# fpu_share_ctrl

Figure 1. Metal 2 (fpu_share_ctrl).
(4 px per um) Cells faint in the background.
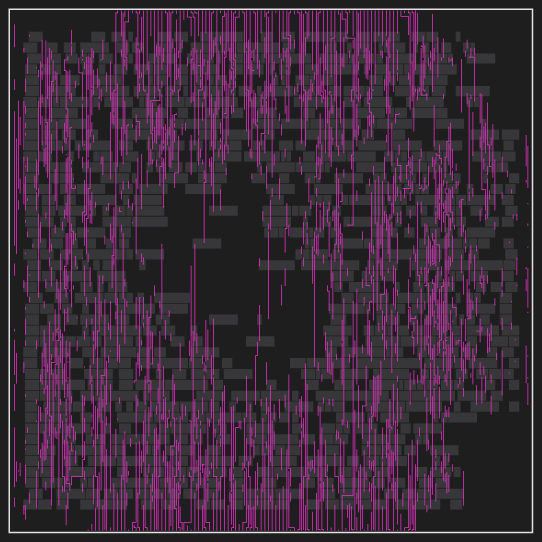

File: src/rtl/fpu_share_ctrl.sv
// Round-robin sharer of one FPU between two requesters; the result is captured FPU_LATENCY edges after accept.
// Requests stall (req_ready low) while an operation is in flight or its response has not been consumed.

module fpu_share_ctrl #(
  parameter int unsigned FPU_LATENCY = 4,
  parameter int unsigned WIDTH       = 32
) (
  input  logic               clock100KHz_i,
  input  logic               reset_i,
  input  logic [1:0]         req_valid_i,
  output logic [1:0]         req_ready_o,
  input  logic [2*WIDTH-1:0] req_a_i,
  input  logic [2*WIDTH-1:0] req_b_i,
  output logic [1:0]         rsp_valid_o,
  input  logic [1:0]         rsp_ready_i,
  output logic [WIDTH-1:0]   rsp_data_o,
  output logic [3:0]         rsp_status_o,
  output logic [WIDTH-1:0]   fpu_op_a_o,
  output logic [WIDTH-1:0]   fpu_op_b_o,
  input  logic [WIDTH-1:0]   fpu_data_in_i,
  input  logic [3:0]         fpu_status_in_i,
  output logic               busy_o,
  output logic [15:0]        op_count_o,
  output logic [7:0]         exc_count_o
);

  typedef enum logic [1:0] {
    S_IDLE    = 2'd0,
    S_WAIT    = 2'd1,
    S_RESPOND = 2'd2
  } state_t;

  typedef struct packed {
    logic [3:0]       status;
    logic [WIDTH-1:0] data;
  } rsp_t;

  localparam logic [3:0] LAT = 4'(FPU_LATENCY);

  state_t           state_q;
  logic             rr_q;
  logic             owner_q;
  logic [3:0]       cnt_q;
  rsp_t             rsp_q;
  logic [1:0]       rsp_valid_q;
  logic [WIDTH-1:0] op_a_q;
  logic [WIDTH-1:0] op_b_q;
  logic             busy_q;
  logic [15:0]      op_count_q;
  logic [15:0]      op_count_d;
  logic [7:0]       exc_count_q;
  logic [7:0]       exc_count_d;

  logic             grant;
  logic             accept;
  logic             done;
  logic             exc_hit;

  // Favour rr only under contention; a lone requester always wins.
  assign grant = (&req_valid_i) ? rr_q : req_valid_i[1];

  always_comb begin
    req_ready_o = 2'b00;
    if (state_q == S_IDLE && !reset_i) begin
      req_ready_o[grant] = |req_valid_i;
    end
  end

  assign accept  = |(req_valid_i & req_ready_o);
  assign done    = (state_q == S_RESPOND) && rsp_ready_i[owner_q];
  assign exc_hit = rsp_q.status[2] | rsp_q.status[3];

  always_comb begin
    op_count_d  = op_count_q;
    exc_count_d = exc_count_q;
    if (done) begin
      op_count_d = op_count_q + 16'd1;
      if (exc_hit && (exc_count_q != 8'hFF)) begin
        exc_count_d = exc_count_q + 8'd1;
      end
    end
  end

  always_ff @(posedge clock100KHz_i) begin
    if (reset_i) begin
      state_q     <= S_IDLE;
      rr_q        <= 1'b0;
      owner_q     <= 1'b0;
      cnt_q       <= 4'd0;
      rsp_q       <= '0;
      rsp_valid_q <= 2'b00;
      op_a_q      <= '0;
      op_b_q      <= '0;
      busy_q      <= 1'b0;
      op_count_q  <= 16'd0;
      exc_count_q <= 8'd0;
    end else begin
      op_count_q  <= op_count_d;
      exc_count_q <= exc_count_d;
      case (state_q)
        S_IDLE: begin
          if (accept) begin
            op_a_q  <= grant ? req_a_i[2*WIDTH-1:WIDTH] : req_a_i[WIDTH-1:0];
            op_b_q  <= grant ? req_b_i[2*WIDTH-1:WIDTH] : req_b_i[WIDTH-1:0];
            owner_q <= grant;
            cnt_q   <= LAT;
            busy_q  <= 1'b1;
            state_q <= S_WAIT;
          end
        end
        S_WAIT: begin
          cnt_q <= cnt_q - 4'd1;
          // Operands have been stable for FPU_LATENCY edges once cnt reaches 1.
          if (cnt_q == 4'd1) begin
            rsp_q.data           <= fpu_data_in_i;
            rsp_q.status         <= fpu_status_in_i;
            rsp_valid_q[owner_q] <= 1'b1;
            state_q              <= S_RESPOND;
          end
        end
        S_RESPOND: begin
          if (done) begin
            rsp_valid_q <= 2'b00;
            rr_q        <= ~owner_q;
            busy_q      <= 1'b0;
            state_q     <= S_IDLE;
          end
        end
        default: begin
          state_q <= S_IDLE;
        end
      endcase
    end
  end

  assign rsp_valid_o  = rsp_valid_q;
  assign rsp_data_o   = rsp_q.data;
  assign rsp_status_o = rsp_q.status;
  assign fpu_op_a_o   = op_a_q;
  assign fpu_op_b_o   = op_b_q;
  assign busy_o       = busy_q;
  assign op_count_o   = op_count_q;
  assign exc_count_o  = exc_count_q;

endmodule

File: config.mk
export PLATFORM = sky130hd
export DESIGN_NAME = fpu_share_ctrl
export DESIGN_NICKNAME = d
export VERILOG_FILES = /design/src/rtl/fpu_share_ctrl.sv
export SDC_FILE = /design/constraint.sdc
export NUM_CORES = 1
export LEC_CHECK = 0
export CAP_MARGIN = 20
export CORE_MARGIN = 3
export CORE_UTILIZATION = 36
export CTS_BUF_LIST = sky130_fd_sc_hd__clkbuf_8 sky130_fd_sc_hd__clkbuf_16
export DETAILED_ROUTE_END_ITERATION = 12
export PLACE_DENSITY = 0.76
export SLEW_MARGIN = 40
export SYNTH_ARGS = -nofsm -noshare
export SYNTH_HDL_FRONTEND = slang
export SYNTH_SLANG_ARGS = --single-unit
File: constraint.sdc
create_clock -name clock100KHz_i -period 2.2 [get_ports clock100KHz_i]
set_clock_uncertainty 0.2 [all_clocks]
set_input_delay 0.44 -clock clock100KHz_i [delete_from_list [all_inputs] [get_ports clock100KHz_i]]
set_output_delay 0.44 -clock clock100KHz_i [all_outputs]
set_load 0.05 [all_outputs]
# fb_write_packer_flat

`config.mk`:
```
export PLATFORM = sky130hd
export DESIGN_NAME = fb_write_packer_flat
export DESIGN_NICKNAME = d
export VERILOG_FILES = /design/src/rtl/fb_pkg.sv /design/src/rtl/fb_write_packer_if.sv /design/src/rtl/fb_word_fifo.sv /design/src/rtl/fb_write_packer.sv /design/src/flat_wrapper.sv
export SDC_FILE = /design/constraint.sdc
export NUM_CORES = 2
export LEC_CHECK = 0
export CAP_MARGIN = 15
export CORE_MARGIN = 2
export CORE_UTILIZATION = 45
export CTS_CLUSTER_DIAMETER = 40
export DETAILED_ROUTE_END_ITERATION = 8
export PLACE_DENSITY = 0.74
export SLEW_MARGIN = 20
export SYNTH_ARGS = -nofsm -noshare
export SYNTH_HDL_FRONTEND = slang
export SYNTH_HIERARCHICAL = 1
export SYNTH_SLANG_ARGS = --single-unit
```
`constraint.sdc`:
```
create_clock -name clk -period 38.7 [get_ports clk]
set_input_delay 5.805 -clock clk [delete_from_list [all_inputs] [get_ports clk]]
set_output_delay 5.805 -clock clk [all_outputs]
set_load 0.01 [all_outputs]
```
`src/rtl/fb_pkg.sv`:
```
// Shared constants and FSM encoding for the framebuffer write packer.
package fb_pkg;
  localparam int unsigned SLOT_W       = 32;
  localparam int unsigned PIX_PER_WORD = 4;
  localparam int unsigned LINE_STRIDE  = 160;
  localparam int unsigned WORD_W       = PIX_PER_WORD * SLOT_W;
  localparam int unsigned MASK_W       = PIX_PER_WORD * 4;
  localparam int unsigned SLOT_IDX_W   = $clog2(PIX_PER_WORD);

  typedef enum logic [1:0] {
    WAIT_VSYNC = 2'd0,
    ACTIVE     = 2'd1,
    DONE       = 2'd2
  } fb_state_e;
endpackage

```
`src/rtl/fb_write_packer_if.sv`:
```
// Word write channel from the packer towards the DDR3 write arbiter.
interface fb_write_packer_if import fb_pkg::*; #(
  parameter int unsigned ADDR_BITS = 21
) ();
  logic                 wr_valid;
  logic                 wr_ready;
  logic [ADDR_BITS-1:0] wr_addr;
  logic [WORD_W-1:0]    wr_data;
  logic [MASK_W-1:0]    wr_mask;

  modport master (output wr_valid, wr_addr, wr_data, wr_mask, input wr_ready);
  modport slave  (input wr_valid, wr_addr, wr_data, wr_mask, output wr_ready);
endinterface

```
`src/rtl/fb_word_fifo.sv`:
```
// Small synchronous FIFO of {addr,data,mask} words; push on full succeeds when popping.
module fb_word_fifo import fb_pkg::*; #(
  parameter int unsigned DEPTH     = 4,
  parameter int unsigned ADDR_BITS = 21
) (
  input  logic                 clk,
  input  logic                 rst,
  input  logic                 push,
  input  logic [ADDR_BITS-1:0] push_addr,
  input  logic [WORD_W-1:0]    push_data,
  input  logic [MASK_W-1:0]    push_mask,
  input  logic                 pop,
  output logic                 empty,
  output logic                 dropped,
  output logic [ADDR_BITS-1:0] head_addr,
  output logic [WORD_W-1:0]    head_data,
  output logic [MASK_W-1:0]    head_mask
);
  localparam int unsigned PTR_W   = (DEPTH > 1) ? $clog2(DEPTH) : 1;
  localparam int unsigned CNT_W   = PTR_W + 1;
  localparam int unsigned ENTRY_W = ADDR_BITS + WORD_W + MASK_W;

  logic [ENTRY_W-1:0] mem [DEPTH];
  logic [PTR_W-1:0]   rd_ptr, wr_ptr;
  logic [CNT_W-1:0]   count;
  logic               full, pop_ok, push_ok;

  assign full    = (count == CNT_W'(DEPTH));
  assign empty   = (count == '0);
  assign pop_ok  = pop && !empty;
  assign push_ok = push && (!full || pop_ok);
  assign dropped = push && !push_ok;
  assign {head_addr, head_data, head_mask} = mem[rd_ptr];

  always_ff @(posedge clk or posedge rst) begin
    if (rst) begin
      for (int unsigned i = 0; i < DEPTH; i++) mem[i] <= '0;
      rd_ptr <= '0;
      wr_ptr <= '0;
      count  <= '0;
    end else begin
      if (push_ok) begin
        mem[wr_ptr] <= {push_addr, push_data, push_mask};
        wr_ptr      <= wr_ptr + 1'b1;
      end
      if (pop_ok) rd_ptr <= rd_ptr + 1'b1;
      case ({push_ok, pop_ok})
        2'b10:   count <= count + 1'b1;
        2'b01:   count <= count - 1'b1;
        default: count <= count;
      endcase
    end
  end
endmodule

```
`src/rtl/fb_write_packer.sv`:
```
// Framebuffer pixel-write receiver: tracks raster position, packs pixels into DDR words.
// Optional double buffering is enabled with FB_DOUBLE_BUF_EN (adds disp_buf output).
module fb_write_packer import fb_pkg::*; #(
  parameter int unsigned WIDTH      = 640,
  parameter int unsigned HEIGHT     = 480,
  parameter int unsigned COLOR_BITS = 18,
  parameter int unsigned FIFO_DEPTH = 4,
  parameter int unsigned ADDR_BITS  = 21
) (
  input  logic                  clk,
  input  logic                  rst,
  input  logic [10:0]           fb_width,
  input  logic [9:0]            fb_height,
  input  logic                  fb_vsync,
  input  logic                  fb_we,
  input  logic [COLOR_BITS-1:0] fb_data,
  fb_write_packer_if.master     wr_if,
  output logic [15:0]           frame_cnt,
  output logic                  overflow,
  output logic                  extra_px
`ifdef FB_DOUBLE_BUF_EN
  ,
  output logic                  disp_buf
`endif
);
  localparam int unsigned X_W = $clog2(WIDTH + 1);
  localparam int unsigned Y_W = $clog2(HEIGHT + 1);

  fb_state_e              state, state_nxt;
  logic [10:0]            width_q;
  logic [9:0]             height_q;
  logic [X_W-1:0]         x, eff_x;
  logic [Y_W-1:0]         y, eff_y;
  logic [SLOT_IDX_W-1:0]  slot, eff_slot;
  logic [WORD_W-1:0]      acc_data, eff_data, pix_data, push_data;
  logic [MASK_W-1:0]      acc_mask, eff_mask, pix_mask, push_mask;
  logic [ADDR_BITS-1:0]   cur_addr, line_base, eff_addr, eff_base, push_addr, frame_base_nxt;
  logic [10:0]            eff_w;
  logic [9:0]             eff_h;
  logic                   pix_ok, last_x, last_y, word_done, flush, push, fifo_empty, fifo_drop;
`ifdef FB_DOUBLE_BUF_EN
  logic                   buf_sel, eff_buf;

  assign eff_buf        = fb_vsync ? ~buf_sel : buf_sel;
  assign frame_base_nxt = eff_buf ? ADDR_BITS'(LINE_STRIDE * HEIGHT) : '0;
`else
  assign frame_base_nxt = '0;
`endif

  // A vsync in the same cycle as fb_we restarts the raster before the pixel is placed.
  always_comb begin
    eff_w     = fb_vsync ? fb_width  : width_q;
    eff_h     = fb_vsync ? fb_height : height_q;
    eff_x     = fb_vsync ? '0 : x;
    eff_y     = fb_vsync ? '0 : y;
    eff_slot  = fb_vsync ? '0 : slot;
    eff_data  = fb_vsync ? '0 : acc_data;
    eff_mask  = fb_vsync ? '0 : acc_mask;
    eff_addr  = fb_vsync ? frame_base_nxt : cur_addr;
    eff_base  = fb_vsync ? frame_base_nxt : line_base;
    pix_ok    = fb_we && (fb_vsync || state == ACTIVE);
    last_x    = (eff_x == X_W'(eff_w - 11'd1));
    last_y    = (eff_y == Y_W'(eff_h - 10'd1));
    pix_data  = eff_data;
    pix_mask  = eff_mask;
    for (int unsigned i = 0; i < PIX_PER_WORD; i++) begin
      if (eff_slot == SLOT_IDX_W'(i)) begin
        pix_data[i*SLOT_W +: SLOT_W] = SLOT_W'(fb_data);
        pix_mask[i*4 +: 4]           = '1;
      end
    end
    word_done = pix_ok && ((eff_slot == SLOT_IDX_W'(PIX_PER_WORD - 1)) || last_x);
    // Mid-frame flush owns the single push slot; a 1-pixel-wide new line in that cycle is lost.
    flush     = fb_vsync && (state == ACTIVE) && (acc_mask != '0);
    push      = flush || word_done;
    push_addr = flush ? cur_addr : eff_addr;
    push_data = flush ? acc_data : pix_data;
    push_mask = flush ? acc_mask : pix_mask;
  end

  always_comb begin
    state_nxt = state;
    if (fb_vsync) state_nxt = ACTIVE;
    if (pix_ok && last_x && last_y) state_nxt = DONE;
  end

  always_ff @(posedge clk or posedge rst) begin
    if (rst) state <= WAIT_VSYNC;
    else     state <= state_nxt;
  end

  always_ff @(posedge clk or posedge rst) begin
    if (rst) begin
      width_q   <= '0;
      height_q  <= '0;
      x         <= '0;
      y         <= '0;
      slot      <= '0;
      acc_data  <= '0;
      acc_mask  <= '0;
      cur_addr  <= '0;
      line_base <= '0;
      frame_cnt <= '0;
      overflow  <= 1'b0;
      extra_px  <= 1'b0;
`ifdef FB_DOUBLE_BUF_EN
      buf_sel   <= 1'b1;
      disp_buf  <= 1'b0;
`endif
    end else begin
      if (fb_vsync) begin
        width_q   <= fb_width;
        height_q  <= fb_height;
        frame_cnt <= frame_cnt + 16'd1;
`ifdef FB_DOUBLE_BUF_EN
        buf_sel   <= ~buf_sel;
`endif
      end
      if (pix_ok) begin
        acc_data <= word_done ? '0 : pix_data;
        acc_mask <= word_done ? '0 : pix_mask;
        slot     <= word_done ? '0 : eff_slot + 1'b1;
        if (last_x) begin
          x         <= '0;
          y         <= eff_y + 1'b1;
          line_base <= eff_base + ADDR_BITS'(LINE_STRIDE);
          cur_addr  <= eff_base + ADDR_BITS'(LINE_STRIDE);
        end else begin
          x         <= eff_x + 1'b1;
          y         <= eff_y;
          line_base <= eff_base;
          cur_addr  <= word_done ? eff_addr + 1'b1 : eff_addr;
        end
      end else if (fb_vsync) begin
        x         <= '0;
        y         <= '0;
        slot      <= '0;
        acc_data  <= '0;
        acc_mask  <= '0;
        line_base <= frame_base_nxt;
        cur_addr  <= frame_base_nxt;
      end
      if (fifo_drop) overflow <= 1'b1;
      if (fb_we && !fb_vsync && state == DONE) extra_px <= 1'b1;
`ifdef FB_DOUBLE_BUF_EN
      if (pix_ok && last_x && last_y) disp_buf <= eff_buf;
`endif
    end
  end

  assign wr_if.wr_valid = ~fifo_empty;

  fb_word_fifo #(
    .DEPTH     (FIFO_DEPTH),
    .ADDR_BITS (ADDR_BITS)
  ) u_fifo (
    .clk       (clk),
    .rst       (rst),
    .push      (push),
    .push_addr (push_addr),
    .push_data (push_data),
    .push_mask (push_mask),
    .pop       (wr_if.wr_ready),
    .empty     (fifo_empty),
    .dropped   (fifo_drop),
    .head_addr (wr_if.wr_addr),
    .head_data (wr_if.wr_data),
    .head_mask (wr_if.wr_mask)
  );
endmodule

```
`src/flat_wrapper.sv`:
```
// flat-port wrapper written by rule: the top's interface ports become plain ports
module fb_write_packer_flat import fb_pkg::*;
#(
  parameter int unsigned WIDTH      = 640,
  parameter int unsigned HEIGHT     = 480,
  parameter int unsigned COLOR_BITS = 18,
  parameter int unsigned FIFO_DEPTH = 4,
  parameter int unsigned ADDR_BITS  = 21
)
  (clk, rst, fb_width, fb_height, fb_vsync, fb_we, fb_data, frame_cnt, overflow, extra_px, wr_if_wr_valid, wr_if_wr_addr, wr_if_wr_data, wr_if_wr_mask, wr_if_wr_ready);
  fb_write_packer_if #(.ADDR_BITS(ADDR_BITS)) wr_if_i ();
  input  logic clk;
  input  logic rst;
  input  logic [10:0] fb_width;
  input  logic [9:0] fb_height;
  input  logic fb_vsync;
  input  logic fb_we;
  input  logic [COLOR_BITS-1:0] fb_data;
  output logic [15:0] frame_cnt;
  output logic overflow;
  output logic extra_px;
  output wire logic [$bits(wr_if_i.wr_valid)-1:0] wr_if_wr_valid;
  output wire logic [$bits(wr_if_i.wr_addr)-1:0] wr_if_wr_addr;
  output wire logic [$bits(wr_if_i.wr_data)-1:0] wr_if_wr_data;
  output wire logic [$bits(wr_if_i.wr_mask)-1:0] wr_if_wr_mask;
  input wire logic [$bits(wr_if_i.wr_ready)-1:0] wr_if_wr_ready;
  assign wr_if_wr_valid = wr_if_i.wr_valid;
  assign wr_if_wr_addr = wr_if_i.wr_addr;
  assign wr_if_wr_data = wr_if_i.wr_data;
  assign wr_if_wr_mask = wr_if_i.wr_mask;
  assign wr_if_i.wr_ready = wr_if_wr_ready;
  fb_write_packer #(.WIDTH(WIDTH), .HEIGHT(HEIGHT), .COLOR_BITS(COLOR_BITS), .FIFO_DEPTH(FIFO_DEPTH), .ADDR_BITS(ADDR_BITS)) u_core (.clk(clk), .rst(rst), .fb_width(fb_width), .fb_height(fb_height), .fb_vsync(fb_vsync), .fb_we(fb_we), .fb_data(fb_data), .wr_if(wr_if_i), .frame_cnt(frame_cnt), .overflow(overflow), .extra_px(extra_px));
endmodule
```
# ram_sp_clr

**src/rtl/ram_sp_clr.sv**
```systemverilog
// Parameterised single-port synchronous RAM with a registered read port, a read-valid flag
// and a zero-fill clear engine that owns the memory for DEPTH cycles after reset.
//
// state    | meaning
// ---------+-------------------------------------------------------------
// ST_CLEAR | clear engine writes 0 to M[clr_addr] each cycle, busy=1
// ST_IDLE  | normal load/read access, busy=0, left only by reset
module ram_sp_clr #(
    parameter int DATA_WIDTH     = 16,
    parameter int ADDR_WIDTH     = 8,
    parameter int WRITE_FIRST    = 0,
    parameter int CLEAR_ON_RESET = 1
) (
    input  logic                  clk,
    input  logic                  resetn,
    input  logic [ADDR_WIDTH-1:0] address,
    input  logic [DATA_WIDTH-1:0] in,
    input  logic                  load,
    input  logic                  read,
    output logic [DATA_WIDTH-1:0] out,
    output logic                  out_valid,
    output logic                  busy
);

    localparam int DEPTH = 1 << ADDR_WIDTH;

    typedef enum logic {
        ST_CLEAR,
        ST_IDLE
    } state_t;

    state_t                  state;
    logic [ADDR_WIDTH-1:0]   clr_addr;
    logic [DATA_WIDTH-1:0]   mem [DEPTH];

    logic                    clearing;
    logic                    acc_load;
    logic                    acc_read;
    logic                    mem_we;
    logic [ADDR_WIDTH-1:0]   mem_waddr;
    logic [DATA_WIDTH-1:0]   mem_wdata;

    // Accesses are dropped while clearing and during reset cycles; nothing is queued.
    assign clearing  = (state == ST_CLEAR);
    assign acc_load  = resetn && (state == ST_IDLE) && load;
    assign acc_read  = resetn && (state == ST_IDLE) && read;

    // One shared write port keeps the array mappable onto a single BRAM.
    assign mem_we    = resetn && (clearing || acc_load);
    assign mem_waddr = clearing ? clr_addr : address;
    assign mem_wdata = clearing ? '0 : in;

    always_ff @(posedge clk) begin
        if (mem_we) begin
            mem[mem_waddr] <= mem_wdata;
        end
    end

    // Non-blocking read of mem gives old data on a same-cycle write (read-first).
    always_ff @(posedge clk) begin
        if (!resetn) begin
            out       <= '0;
            out_valid <= 1'b0;
        end else begin
            out_valid <= acc_read;
            if (acc_read) begin
                if ((WRITE_FIRST != 0) && acc_load) begin
                    out <= in;
                end else begin
                    out <= mem[address];
                end
            end
        end
    end

    always_ff @(posedge clk) begin
        if (!resetn) begin
            clr_addr <= '0;
            if (CLEAR_ON_RESET != 0) begin
                state <= ST_CLEAR;
                busy  <= 1'b1;
            end else begin
                state <= ST_IDLE;
                busy  <= 1'b0;
            end
        end else begin
            case (state)
                ST_CLEAR: begin
                    clr_addr <= clr_addr + 1'b1;
                    busy     <= 1'b1;
                    if (clr_addr == {ADDR_WIDTH{1'b1}}) begin
                        state <= ST_IDLE;
                        busy  <= 1'b0;
                    end
                end
                default: begin
                    state <= ST_IDLE;
                    busy  <= 1'b0;
                end
            endcase
        end
    end

endmodule

```
**config.mk**
```make
export PLATFORM = sky130hd
export DESIGN_NAME = ram_sp_clr
export DESIGN_NICKNAME = d
export VERILOG_FILES = /design/src/rtl/ram_sp_clr.sv
export SDC_FILE = /design/constraint.sdc
export NUM_CORES = 2
export LEC_CHECK = 0
export CORE_ASPECT_RATIO = 0.5
export CORE_UTILIZATION = 40
export DETAILED_ROUTE_END_ITERATION = 16
export PLACE_DENSITY_LB_ADDON = 0.1
export SLEW_MARGIN = 10
export SYNTH_ARGS = -nofsm -noshare
export SYNTH_HDL_FRONTEND = slang
export SYNTH_SLANG_ARGS = --single-unit
export TNS_END_PERCENT = 20
```
**constraint.sdc**
```tcl
create_clock -name clk -period 15.7 [get_ports clk]
set_clock_uncertainty 0.1 [all_clocks]
set_input_delay 2.355 -clock clk [delete_from_list [all_inputs] [get_ports clk]]
set_output_delay 2.355 -clock clk [all_outputs]
set_load 0.02 [all_outputs]
```
Figure 2. Signal metal coverage by tile (fpu_share_ctrl).
(3 px per um) 26 x 26 tiles, from dark blue (low) to red (high), scaled to the fullest tile. Values are wire area over tile area, all layers added.
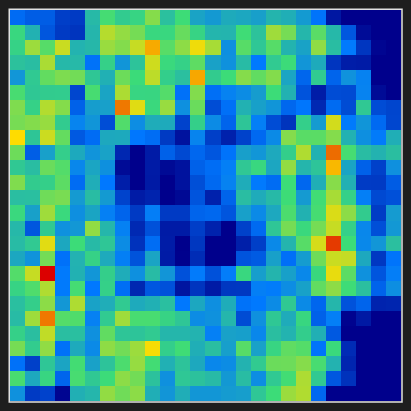
- mean over tiles: 0.17
- nearly empty tiles: 7.1%
- emptiest ninth of the die: center
- tiles over half the peak: 22%
- fullest tile: 0.49
Total Wirelength: 18300 um
GRT Util Overall: 0.207
vias: 5669
routed len/inst: 16.0 um

About Figure 1:
- wire length on this layer: 9450 um
- main direction: vertical

==> impl_metrics.env, fpu_share_ctrl <==
# yosys + openroad results
export IMPL_run_status="finished clean"
export IMPL_depth_of_the_worst_register_to_register_path=5
export IMPL_nets=1122
export IMPL_drt_iter0_drc=300
export IMPL_path_cells="clkdlybuf4s50_1 > inv_1 > o21ai_4 > nor2b_4 > buf_8"
export IMPL_gp_congestion=0.807
export IMPL_drc=0
export IMPL_internal_power_mw=5.63
export IMPL_final_hold_worst_slack_ns=0.249
export IMPL_critical_path_endpoint_type="output pin"
export IMPL_layout_cells_most_common_list="clkdlybuf4s50_1, dfxtp_1, nand2_1"
export IMPL_nFlopsAndLatches=135
export IMPL_mappedNetlistArea_um2=5580
export IMPL_cts_sink_count=135
export IMPL_crit_path_max_fanout=4
export IMPL_timing_hold_worst_class="reg -> reg"
export IMPL_clockNetworkAreaShare=0.0675
export IMPL_tritoncts_clock_tree="built"
-- fpu_share_ctrl: sequential cells by signal, indices dropped and copies added, names as in the netlist --
signal        flops
busy_o            1
rsp_data_o       32
owner_q           1
state_q           2
op_count_o       16
rsp_valid_o       2
rr_q              1
cnt_q             4
fpu_op_a_o       32
fpu_op_b_o       32
rsp_status_o      4
exc_count_o       8
-- fpu_share_ctrl: worst reg2reg max path, delay by kind of cell (launching register included) --
family,cells,cell delay (ns)
AOI/OAI and AO/OA,1,0.14
buffers and inverters,1,0.16
DFF,1,0.35
muxes,1,0.22
and+or+nand+nor,2,0.94
-- fpu_share_ctrl: logic make-up (layout without fill, tap and decap cells) --
group,count (synthesis),after routing,share of synthesized area
and+or+nand+nor,228,228,0.192
muxes,69,69,0.125
DFF,135,135,0.485
buffers and inverters,53,379,0.0424
AOI/OAI and AO/OA,136,136,0.130
xor gates and xnor gates,10,10,0.0157
adders and majority gates,4,4,0.00898
-- fpu_share_ctrl: timing repair --
action | CTS | global route
gates resized | 87 | 11
pin swaps | 1 | 1
hold buffers | 0 | 0
hold endpoints to repair | 0 | 0
setup endpoints to repair | 83 | 9
Figure 3. M3 wires (ram_sp_clr).
Cells faint in the background.
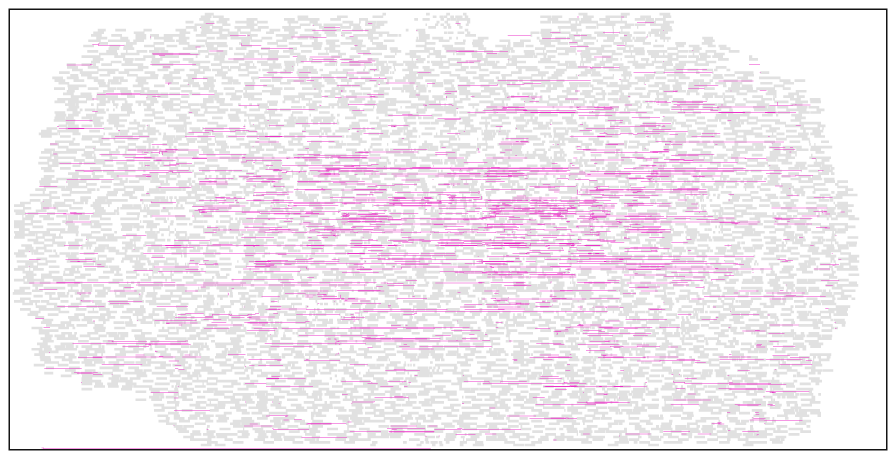
- share of all routed wire: 6.8%
- wire length on this layer: 33.1 mm
- nets with wire on the layer: 664
- main direction: horizontal
- longest straight run: 396 um

Figure 4. Metal 2 (ram_sp_clr).
Cells faint in the background.
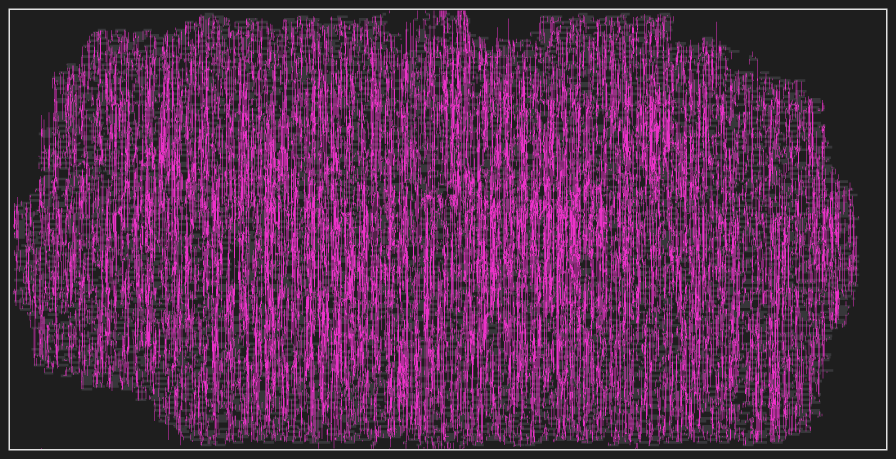
- share of all routed wire: 46%
- nets with wire on the layer: 6893
- longest straight run: 195 um

==> impl_metrics.env, ram_sp_clr <==
# yosys + openroad results
export IMPL_run_status="finished clean"
export IMPL_gp_congestion=0.823
export IMPL_h_tree_depth=5
export IMPL_cells_after_synthesis=7617
export IMPL_wire_per_inst_um=35.6
export IMPL_grtUsageMet1=0.349
export IMPL_maxClockFrequency_mhz=142
export IMPL_critical_path_top_delay_family="buffers and inverters"
export IMPL_top_level_ports=46
export IMPL_place_ws_ns=7.72
export IMPL_timing_hold_worst_class="reg -> reg"
export IMPL_grt_remaining_overflow=0
export IMPL_power_dissipated_in_sequential_cells_mw=11.9
export IMPL_yosys_top_cells_area="edfxtp_1, mux4_2, mux2i_1, mux4_1, o22ai_1"
export IMPL_dp_cells=12900
export IMPL_slew_headroom=0.117
export IMPL_grt_busiest_layer="met2"
export IMPL_final_hold_worst_slack_ns=0.444
export IMPL_cts_sink_count=4123
export IMPL_coreArea_um2=396000
export IMPL_layout_cells_most_common_list="edfxtp_1, mux4_2, mux2i_1"
export IMPL_path_cells="buf_8 > buf_12 > buf_12 > buf_4 > nor2b_4 > buf_4 > buf_4 > a211oi_1 > a221oi_1 > nand4_1 > o21ai_1"
export IMPL_netlist_top_cells_count="edfxtp_1, mux4_2, mux2i_1"
export IMPL_warnings=36
export IMPL_internal_power_mw=17.4
export IMPL_clk_path_buf_depth=4
export IMPL_area_growth_syn_to_layout_pct=12.5
export IMPL_final_cells=13600
export IMPL_detailed_place_hpwl_um=294000
export IMPL_final_util=0.454
export IMPL_p_sw_frac=0.213
export IMPL_first_global_vias=78900
## ram_sp_clr: area by class of cell
class                           count  area [um^2]
Fill cell                       33400       216000
Timing Repair Buffer              485         4030
Inverter                           11         48.8
Tap cell                         5280         6610
Multi-Input combinational cell   3024        33300
Clock inverter                    220         2060
Sequential cell                  4123       124000
Antenna cell                       17         42.5
Clock buffer                      465        10100
## ram_sp_clr: cells by family (layout without fill, tap and decap cells)
family	after synthesis	after routing	synth area share
AOI/OAI and AO/OA	887	887	0.0391
xor gates and xnor gates	5	5	0.000274
adders and majority gates	1	1	0.0000783
buffers and inverters	470	1181	0.0220
DFF	4123	4123	0.773
muxes	1356	1356	0.144
other	0	17	0
and+or+nand+nor	775	775	0.0215
## ram_sp_clr: path summary, 6_finish.rpt
| kind | slack, ns | end | startpoint | cells after the start |
|---|---|---|---|---|
| hold / removal | 0.44 | out[14] | out[14] | 2 |
| hold reg to reg | 0.44 | out[14] | out[14] | 2 |
| setup / recovery | 8.65 | out[4] | address[1] | 11 |
| setup reg to reg | 10.95 | mem[120][7] | state | 5 |
## ram_sp_clr: registers in the layout (all words and copies together) (netlist names)
signal,cells
out_valid,1
out,16
clr_addr,8
state,1
busy,1
mem,4096
Figure 5. Ports around the boundary (fb_write_packer_flat).
(1.5 px per um) Pins as bars across the die edge, other pins in gray.
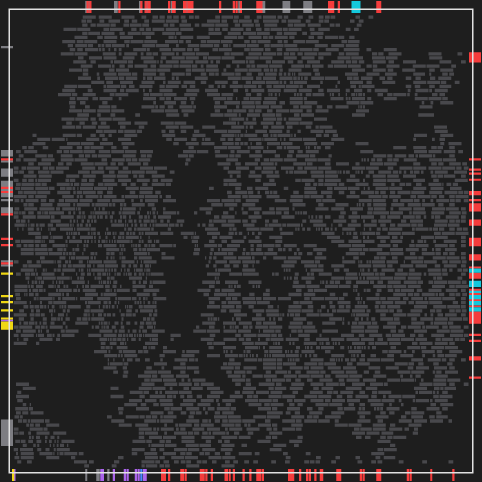
- blue: fb_vsync (pins 1; direction input; edge south)
- yellow: fb_height (pins 10; direction input; edge 9 west, 1 south)
- cyan: fb_data (pins 18; direction input; edge 12 east, 6 north)
- red: wr_if_wr_data (pins 128; direction output; edge 45 east, 44 south, 32 north, 7 west)
- purple: fb_width (pins 11; direction input; edge 10 south, 1 west)
- all pins by edge: 60 north, 60 south, 57 east, 51 west
count of buffers from port buffering: 225
x dimension of the die: 308 um
chip height: 308 um

Figure 6. Signal metal coverage by tile (fb_write_packer_flat).
(1 px per um) 31 x 31 tiles, from dark blue (low) to red (high), scaled to the fullest tile. Values are wire area over tile area, all layers added.
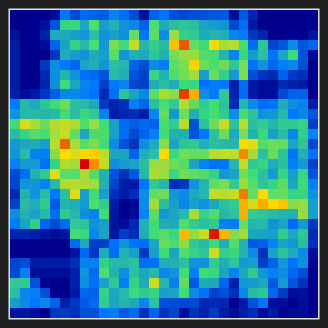
- mean over tiles: 0.17
- nearly empty tiles: 7.3%
- tiles over half the peak: 19%
Total Wirelength: 101000 um
vias: 25200
routed len/inst: 22.7 um
GRT Util Overall: 0.218

==> impl_metrics.env, fb_write_packer_flat <==
# yosys + openroad results
export IMPL_critical_path_depth=17
export IMPL_n_all_buffers=272
export IMPL_run_status="finished clean"
export IMPL_yosys_top_cells_area="dfrtp_1, mux2_2, mux4_2, buf_6, a22o_1"
export IMPL_clk_path_buf_depth=3
export IMPL_gp_congestion=0.787
export IMPL_slowest_delay_ns=0.82
export IMPL_worstPathBufferInverterCount=6
export IMPL_synth_mux_share=0.274
export IMPL_met3_wire_length_um=5170
export IMPL_cellPowerDensity_nw_per_um2=64.5
export IMPL_timing_setup_tns_ns=0
export IMPL_finalSetupViolCount=0
export IMPL_post_synth_main_logic_family="multiplexers"
export IMPL_top_level_ports=228
export IMPL_synthArstFlopShare=1.00
export IMPL_fillerInstances=7540
export IMPL_depth_of_the_worst_register_to_register_path=15
export IMPL_drt_pre_antenna_iters=7
export IMPL_well_tap_count=1186
export IMPL_cts_resized=0
export IMPL_netlist_area_leader_share=0.549
export IMPL_clk_latency_worst_skew_pair_ns=0.73
export IMPL_registers_top_by_ff_count="u_core/u_fifo/mem"
export IMPL_critical_path_endpoint_type="register"
export IMPL_number_of_cells_in_the_yosys_synthesis_report=2951
export IMPL_most_instantiated_flip_flop_cell_in_the_synthesis_netlist="dfrtp_1"
export IMPL_dominant_cells="registers"
export IMPL_layout_cells_most_common_list="dfrtp_1, mux2_2, clkdlybuf4s50_1"
export IMPL_h_tree_depth=4
==> fb_write_packer_flat: cell families (layout without fill, tap and decap cells) <==
logic type	Yosys count	count (layout)
flops	913	913
mux	849	849
xor+xnor	87	87
simple gates	571	571
fa+ha+maj	17	17
compound gates	269	269
buf+inv	245	553
==> fb_write_packer_flat: metal layers <==
layer / vias to the layer above / global-route usage
li1: 11100 / -
met1: 13300 / 0.285
met2: 602 / 0.358
met3: 147 / 0.0466
met4: 0 / 0.0774
met5: - / 0
==> fb_write_packer_flat: Yosys cell counts, types with 16 or more instances <==
library cell / instances
a22o_1: 73
a21oi_1: 99
nand2_1: 121
buf_2: 60
nor2b_1: 46
nor2_1: 71
nand4_1: 16
mux4_2: 165
dfrtp_1: 913
and2_1: 100
xnor2_1: 64
buf_6: 64
nor3_1: 25
nand3_1: 82
ha_1: 16
a21o_1: 17
inv_1: 33
o21ai_0: 37
mux2_2: 672
and3_1: 55
xor2_1: 23
clkbuf_1: 77
==> fb_write_packer_flat: where the power goes <==
part,internal (mW),switching [mW],leakage [nW],total (mW)
logic,0.378,0.359,8.01,0.737
registers,1.08,0.0851,12.4,1.16
clock network,0.820,0.455,2.35,1.28
total,2.27,0.900,22.8,3.17


==> notes/layouts.md <==
Pictures saved along the way, in no particular order.

Routing congestion map.
picture 1
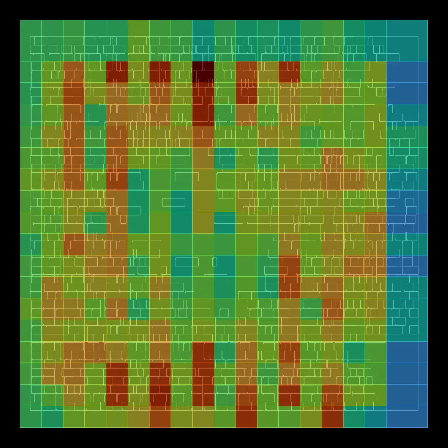
picture 2
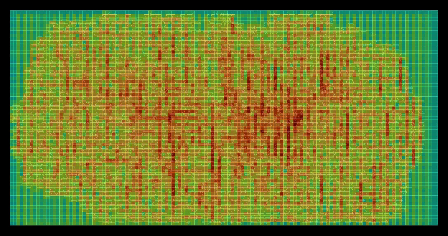
picture 3
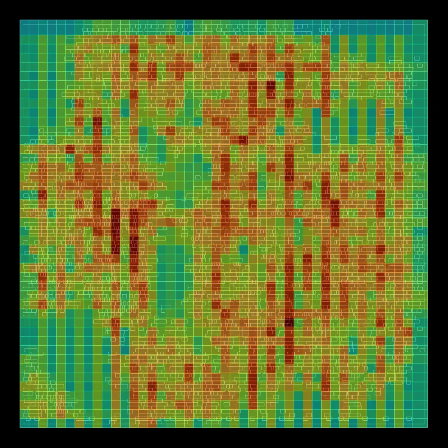
fpu_share_ctrl: picture 1
fb_write_packer_flat: picture 3
ram_sp_clr: picture 2
Of these, most wire per cell: picture 2
Of these, lowest utilization: picture 2

Power and IR drop assume default switching activity.
